==================== funky_v1_cell
Fig. 1: funky_v1_cell, clock network drawn from the DEF
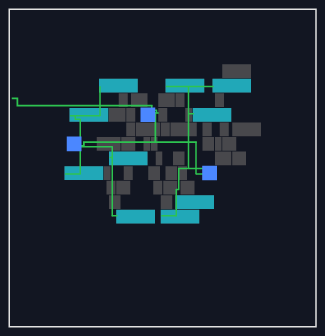
Fig. 2: funky_v1_cell, met3 routing
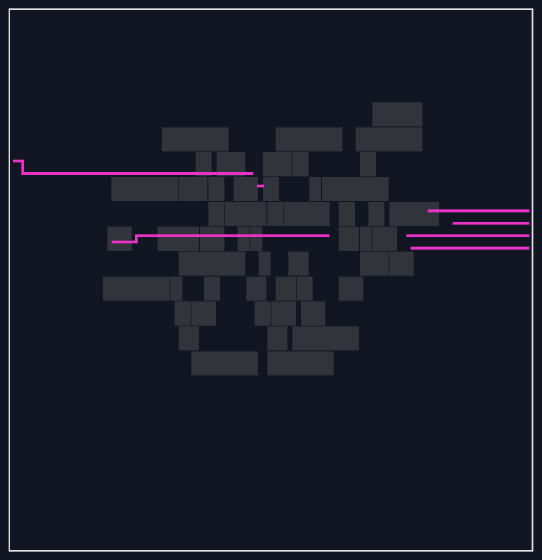
## config.mk

```make
export PLATFORM = sky130hd
export DESIGN_NAME = funky_v1_cell
export DESIGN_NICKNAME = d
export VERILOG_FILES = /design/src/rtl/funky_v1_cell.sv
export SDC_FILE = /design/constraint.sdc
export NUM_CORES = 1
export LEC_CHECK = 0
export CAP_MARGIN = 40
export CORE_AREA = 10 10 47 49
export DETAILED_ROUTE_END_ITERATION = 16
export DIE_AREA = 0 0 57 59
export DONT_BUFFER_PORTS = 1
export MAX_ROUTING_LAYER = met4
export PLACE_DENSITY = 0.52
export SLEW_MARGIN = 10
export SYNTH_ARGS = -nofsm -noshare
export SYNTH_HDL_FRONTEND = slang
export SYNTH_SLANG_ARGS = --single-unit
```

## constraint.sdc

```tcl
create_clock -name clk -period 3.72 [get_ports clk]
set_input_delay 0.744 -clock clk [delete_from_list [all_inputs] [get_ports clk]]
set_output_delay 0.744 -clock clk [all_outputs]
set_load 0.1 [all_outputs]
```

## src/rtl/funky_v1_cell.sv

```systemverilog
// rtl/funky_v1_cell.sv - two-input truth-table logic cell with input sync stages and stability filter
// c follows TRUTH_TABLE[{a,b}] only after STABLE_CYCLES consecutive disagreeing edges.
module funky_v1_cell #(
    parameter logic [3:0] TRUTH_TABLE   = 4'b1000,
    parameter int         SYNC_STAGES   = 0,
    parameter int         STABLE_CYCLES = 1
) (
    input  logic clk,
    input  logic rst,
    input  logic a,
    input  logic b,
    output logic c,
    output logic c_chg
);

    if (SYNC_STAGES < 0 || SYNC_STAGES > 3) begin : g_bad_sync
        $fatal(1, "funky_v1_cell: SYNC_STAGES must be 0..3");
    end
    if (STABLE_CYCLES < 1 || STABLE_CYCLES > 255) begin : g_bad_stable
        $fatal(1, "funky_v1_cell: STABLE_CYCLES must be 1..255");
    end

    localparam logic [7:0] CNT_LIMIT = 8'(STABLE_CYCLES - 1);

    logic a_s;
    logic b_s;

    if (SYNC_STAGES == 0) begin : g_no_sync
        assign a_s = a;
        assign b_s = b;
    end else begin : g_sync
        logic [SYNC_STAGES-1:0] a_stage_q;
        logic [SYNC_STAGES-1:0] b_stage_q;

        always_ff @(posedge clk) begin
            if (rst) begin
                a_stage_q <= '0;
                b_stage_q <= '0;
            end else begin
                a_stage_q[0] <= a;
                b_stage_q[0] <= b;
                for (int i = 1; i < SYNC_STAGES; i++) begin
                    a_stage_q[i] <= a_stage_q[i-1];
                    b_stage_q[i] <= b_stage_q[i-1];
                end
            end
        end

        assign a_s = a_stage_q[SYNC_STAGES-1];
        assign b_s = b_stage_q[SYNC_STAGES-1];
    end

    logic       f;
    logic       c_q;
    logic       c_d;
    logic       chg_q;
    logic       chg_d;
    logic [7:0] cnt_q;
    logic [7:0] cnt_d;

    assign f = TRUTH_TABLE[{a_s, b_s}];

    // Any edge of agreement clears the count, so only an unbroken run of disagreement commits.
    always_comb begin
        c_d   = c_q;
        cnt_d = cnt_q;
        chg_d = 1'b0;
        if (f == c_q) begin
            cnt_d = 8'd0;
        end else if (cnt_q == CNT_LIMIT) begin
            c_d   = f;
            cnt_d = 8'd0;
            chg_d = 1'b1;
        end else begin
            cnt_d = cnt_q + 8'd1;
        end
    end

    always_ff @(posedge clk) begin
        if (rst) begin
            c_q   <= 1'b0;
            chg_q <= 1'b0;
            cnt_q <= 8'd0;
        end else begin
            c_q   <= c_d;
            chg_q <= chg_d;
            cnt_q <= cnt_d;
        end
    end

    assign c     = c_q;
    assign c_chg = chg_q;

endmodule

```

==> flow_metrics.tcl <==
# implementation run metrics
set metrics [dict create \
    edf_count 0 \
    numCtsBuffers 3 \
    power_leader "registers" \
    p_sw_frac 0.2369 \
    final_core_util 0.3688 \
    synthFlopType "dfxtp_1" \
    cts_setup_buffers 0 \
    top_area_frac 0.4507 \
    synth_nets 54 \
    die_w_um 57 \
    m1WireLength_um 355 \
    core_mm2 0.001401 \
    fin_cells 69 \
    setup_viol 0 \
    status "finished, final reports clean" \
    fa_ha_area_frac 0.05634 \
    cpMaxStageDelayCell "or4b_4" \
    cts.path.max_buffers 2 \
    avgViaCountPerCell 5.290 \
    wl_met3_um 96 \
    grt_max_degree 10 \
    cts.repair.resized 0 \
    port_buffers 0 \
]
Notes on Fig. 1 above:
[flip-flops] cyan | count: 10
[clock-net drivers] blue | count: 3
[clock wires] green | length: 159 um
routed clock nets	4
Clk power: 0.0729 mW
worst skew pair latency: 260 ps
clk_skew: 1.458 ps

Notes on Fig. 2 above:
share of all routed wire	12%
nets with wire on the layer	6
wire length on this layer	96.3 um
via count: 365
Global Route met3 Usage: 0.05150

## metal layers
layer,track usage,up-vias
met5,-,-
met4,0.02013,0
met1,0.05389,167
li1,-,188
met2,0.08217,8
met3,0.05150,2
## final cells by class
type	count	area, um^2
tap	16	20.02
sequential	10	200.2
multi-input combinational	36	236.5
fill	155	884.6
inverter	2	7.507
clock buffer	3	22.52
timing repair buffer	2	30.03
## state kept, by name (all words and copies together), names as in the netlist
register / count
c: 1
c_chg: 1
cnt_q: 8
## worst max-delay path: cells and delay by family (launching register included)
kind	cells	cell delay [ps]
simple gates	3	1000
flops	1	350
fa+ha+maj	1	130
buf+inv	1	70

==================== record_serializer
--- src/rtl/record_serializer.sv ---
// Record serializer: reads one wide record from a non-show-ahead FIFO and
// presents it as a stream of bytes under a rdy/ack handshake, counting
// completed records.
module record_serializer #(
    parameter int N_BYTES   = 6,
    parameter bit LSB_FIRST = 1'b1
) (
    input  logic                   clk,
    input  logic                   reset,
    input  logic                   enable,
    input  logic                   sample_rdy,
    input  logic [8*N_BYTES-1:0]   sample,
    output logic                   sample_req,
    output logic                   data_rdy,
    output logic [7:0]             data,
    input  logic                   data_ack,
    output logic                   data_last,
    output logic [31:0]            records_sent
);

    localparam int IDX_W = (N_BYTES > 1) ? $clog2(N_BYTES) : 1;
    localparam logic [IDX_W-1:0] LAST_IDX = IDX_W'(N_BYTES - 1);

    typedef enum logic [1:0] {
        S_IDLE,
        S_REQ,
        S_LATCH,
        S_SEND
    } state_t;

    state_t                 r_state;
    state_t                 w_next;
    logic [8*N_BYTES-1:0]   r_shift;
    logic [IDX_W-1:0]       r_idx;
    logic [IDX_W-1:0]       w_sel;
    logic [31:0]            r_records;
    logic                   w_last;
    logic                   w_xfer;
    logic                   w_start;

    assign w_last       = (r_idx == LAST_IDX);
    assign w_xfer       = (r_state == S_SEND) && data_ack;
    assign w_start      = enable && sample_rdy;
    assign records_sent = r_records;

    // Byte-lane selection: the index counts transmitted bytes, the lane
    // order is flipped when the most significant byte goes first.
    assign w_sel = LSB_FIRST ? r_idx : (LAST_IDX - r_idx);

    // State register; reset discards any record in flight.
    always_ff @(posedge clk or posedge reset) begin
        if (reset) begin
            r_state <= S_IDLE;
        end else begin
            r_state <= w_next;
        end
    end

    // Next-state and handshake outputs; enable and sample_rdy are only
    // consulted in IDLE and on the final byte of a record.
    always_comb begin
        w_next     = r_state;
        sample_req = 1'b0;
        data_rdy   = 1'b0;
        data_last  = 1'b0;
        case (r_state)
            S_IDLE: begin
                if (w_start) begin
                    w_next = S_REQ;
                end
            end
            S_REQ: begin
                sample_req = 1'b1;
                w_next     = S_LATCH;
            end
            S_LATCH: begin
                w_next = S_SEND;
            end
            S_SEND: begin
                data_rdy  = 1'b1;
                data_last = w_last;
                if (data_ack && w_last) begin
                    w_next = w_start ? S_REQ : S_IDLE;
                end
            end
            default: begin
                w_next = S_IDLE;
            end
        endcase
    end

    // Record capture, byte index and completed-record counter. The index
    // parks on the last byte after a record so data keeps its final value.
    always_ff @(posedge clk or posedge reset) begin
        if (reset) begin
            r_shift   <= '0;
            r_idx     <= '0;
            r_records <= '0;
        end else if (r_state == S_LATCH) begin
            r_shift <= sample;
            r_idx   <= '0;
        end else if (w_xfer) begin
            if (!w_last) begin
                r_idx <= r_idx + 1'b1;
            end else begin
                r_records <= r_records + 32'd1;
            end
        end
    end

    // Output byte mux driven purely by stored state, so it is stable
    // between transfers and holds its value outside SEND.
    always_comb begin
        data = r_shift[7:0];
        for (int i = 0; i < N_BYTES; i++) begin
            if (w_sel == IDX_W'(i)) begin
                data = r_shift[i*8 +: 8];
            end
        end
    end

endmodule

--- config.mk ---
export PLATFORM = sky130hd
export DESIGN_NAME = record_serializer
export DESIGN_NICKNAME = d
export VERILOG_FILES = /design/src/rtl/record_serializer.sv
export SDC_FILE = /design/constraint.sdc
export NUM_CORES = 1
export LEC_CHECK = 0
export ABC_AREA = 0
export CELL_PAD_IN_SITES_DETAIL_PLACEMENT = 0
export CELL_PAD_IN_SITES_GLOBAL_PLACEMENT = 1
export CORE_MARGIN = 8
export CORE_UTILIZATION = 39
export DETAILED_ROUTE_END_ITERATION = 8
export PLACE_DENSITY = 0.76
export SETUP_SLACK_MARGIN = 0.5
export SKIP_LAST_GASP = 1
export SYNTH_ARGS = -nofsm -noshare
export SYNTH_HDL_FRONTEND = slang
export SYNTH_SLANG_ARGS = --single-unit
--- constraint.sdc ---
create_clock -name clk -period 4.18 [get_ports clk]
set_clock_uncertainty 0.2 [all_clocks]
set_input_delay 0.836 -clock clk [delete_from_list [all_inputs] [get_ports clk]]
set_output_delay 0.836 -clock clk [all_outputs]
set_load 0.005 [all_outputs]
Fig. 3: record_serializer, sizing map
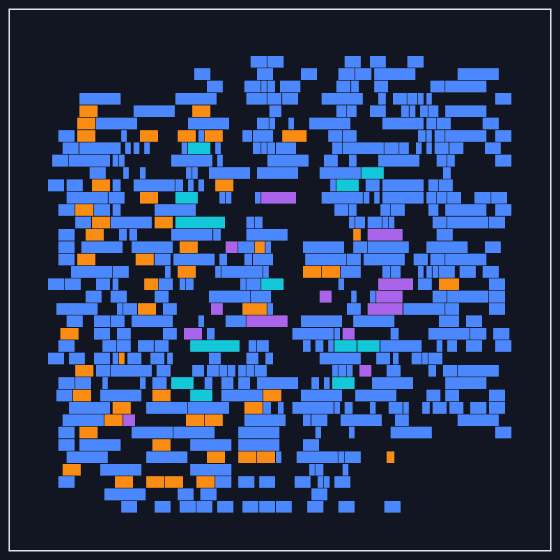
size	color	cells	share	most used
x2	orange	49	11%	mux2_2
x1 and smaller	blue	391	84%	clkdlybuf4s50_1
x3 and x4	purple	13	2.8%	buf_4
x6 and larger	cyan	12	2.6%	clkbuf_8
synthesis-to-layout area growth: 32.10%
Non-clk bufs: 100
post-route cell area: 0.005448 mm^2
final worst slack: 598.6 ps

==> flow_metrics.tcl <==
# implementation run metrics
set metrics [dict create \
    status "finished, final reports clean" \
    wl_met2_um 4658 \
    powerDensity_mw_per_mm2 586.0 \
    top_cells_by_count "dfrtp_1 (85), mux2_2 (41), nand2_1 (38)" \
    topCombFamilyByArea "simple AND/OR/NAND/NOR gates" \
    ys_seq_frac 0.5158 \
    first_pass_iters 4 \
    met1_usage 0.1783 \
    numSynthFlops 85 \
    placed_cells 586 \
    antenna_found_initial 0 \
    mostFrequentLayoutCells "clkdlybuf4s50_1 (95), dfrtp_1 (85), mux2_2 (41), nand2_1 (38), xnor2_1 (27)" \
    synth_nets 431 \
    p_sw_frac 0.3306 \
    syn_avg_cell_area_um2 11.24 \
    port_buffers 95 \
    grt_usage 0.1421 \
    m1WireLength_um 4543 \
    final-hold-violation-count 0 \
    buffer_area_frac 0.1814 \
    final_layout_size_suffix_gt1_frac 0.1591 \
    synth_cells 367 \
    power_mw 3.193 \
    pg_seq_mw 1.23 \
    clk_pin_slew_ps 90 \
    clock-root-buffer "clkbuf_8" \
    largest_area_cell "dfrtp_1" \
    crit_buf_inv 4 \
    hold-path-cell-count 1 \
    wl_met3_um 643 \
    tap_cells 136 \
    sh_comb_area 0.3429 \
    slowest_delay_ps 570 \
    worstPathRequired_ps 3140 \
    finalWirelength_um 9956 \
    aoi_share 0.07615 \
    diodes 0 \
    clockNetworkAreaShare 0.03927 \
]
[metrics by stage]
stage / util / hold WS (ps)
4_1_cts: 0.5280 / 284.2
3_5_place_dp: 0.5067 / 266.2
5_1_grt: 0.5301 / 313.3
6_report: 0.5301 / 282.4
2_1_floorplan: - / 268.1
3_3_place_gp: 0.5067 / 264.6
[cell families after synthesis]
logic type / count (synthesis)
AND/OR/NAND/NOR: 110
multiplexers: 42
adder cells (fa/ha/maj): 11
AND-OR/OR-AND: 49
flip-flops: 85
buffers and inverters: 38
XOR/XNOR: 32


## Gallery

Selected gate families.
Bar = 20 um.
Plate I
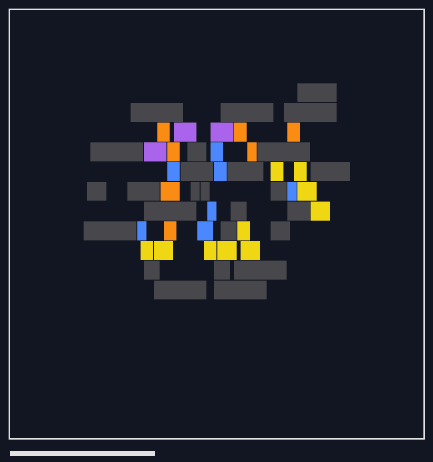
Plate II
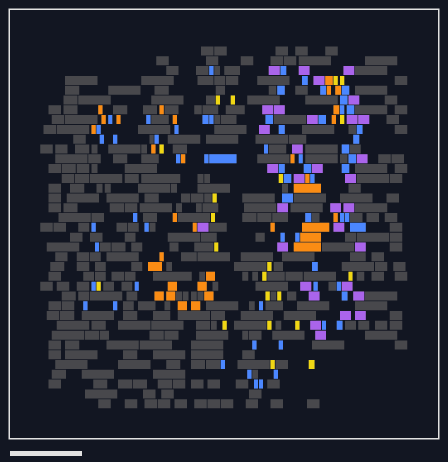
For record_serializer, see Plate II.
For funky_v1_cell, see Plate I.
- most cells: Plate II

Power is estimated from default activity; no workload was simulated.
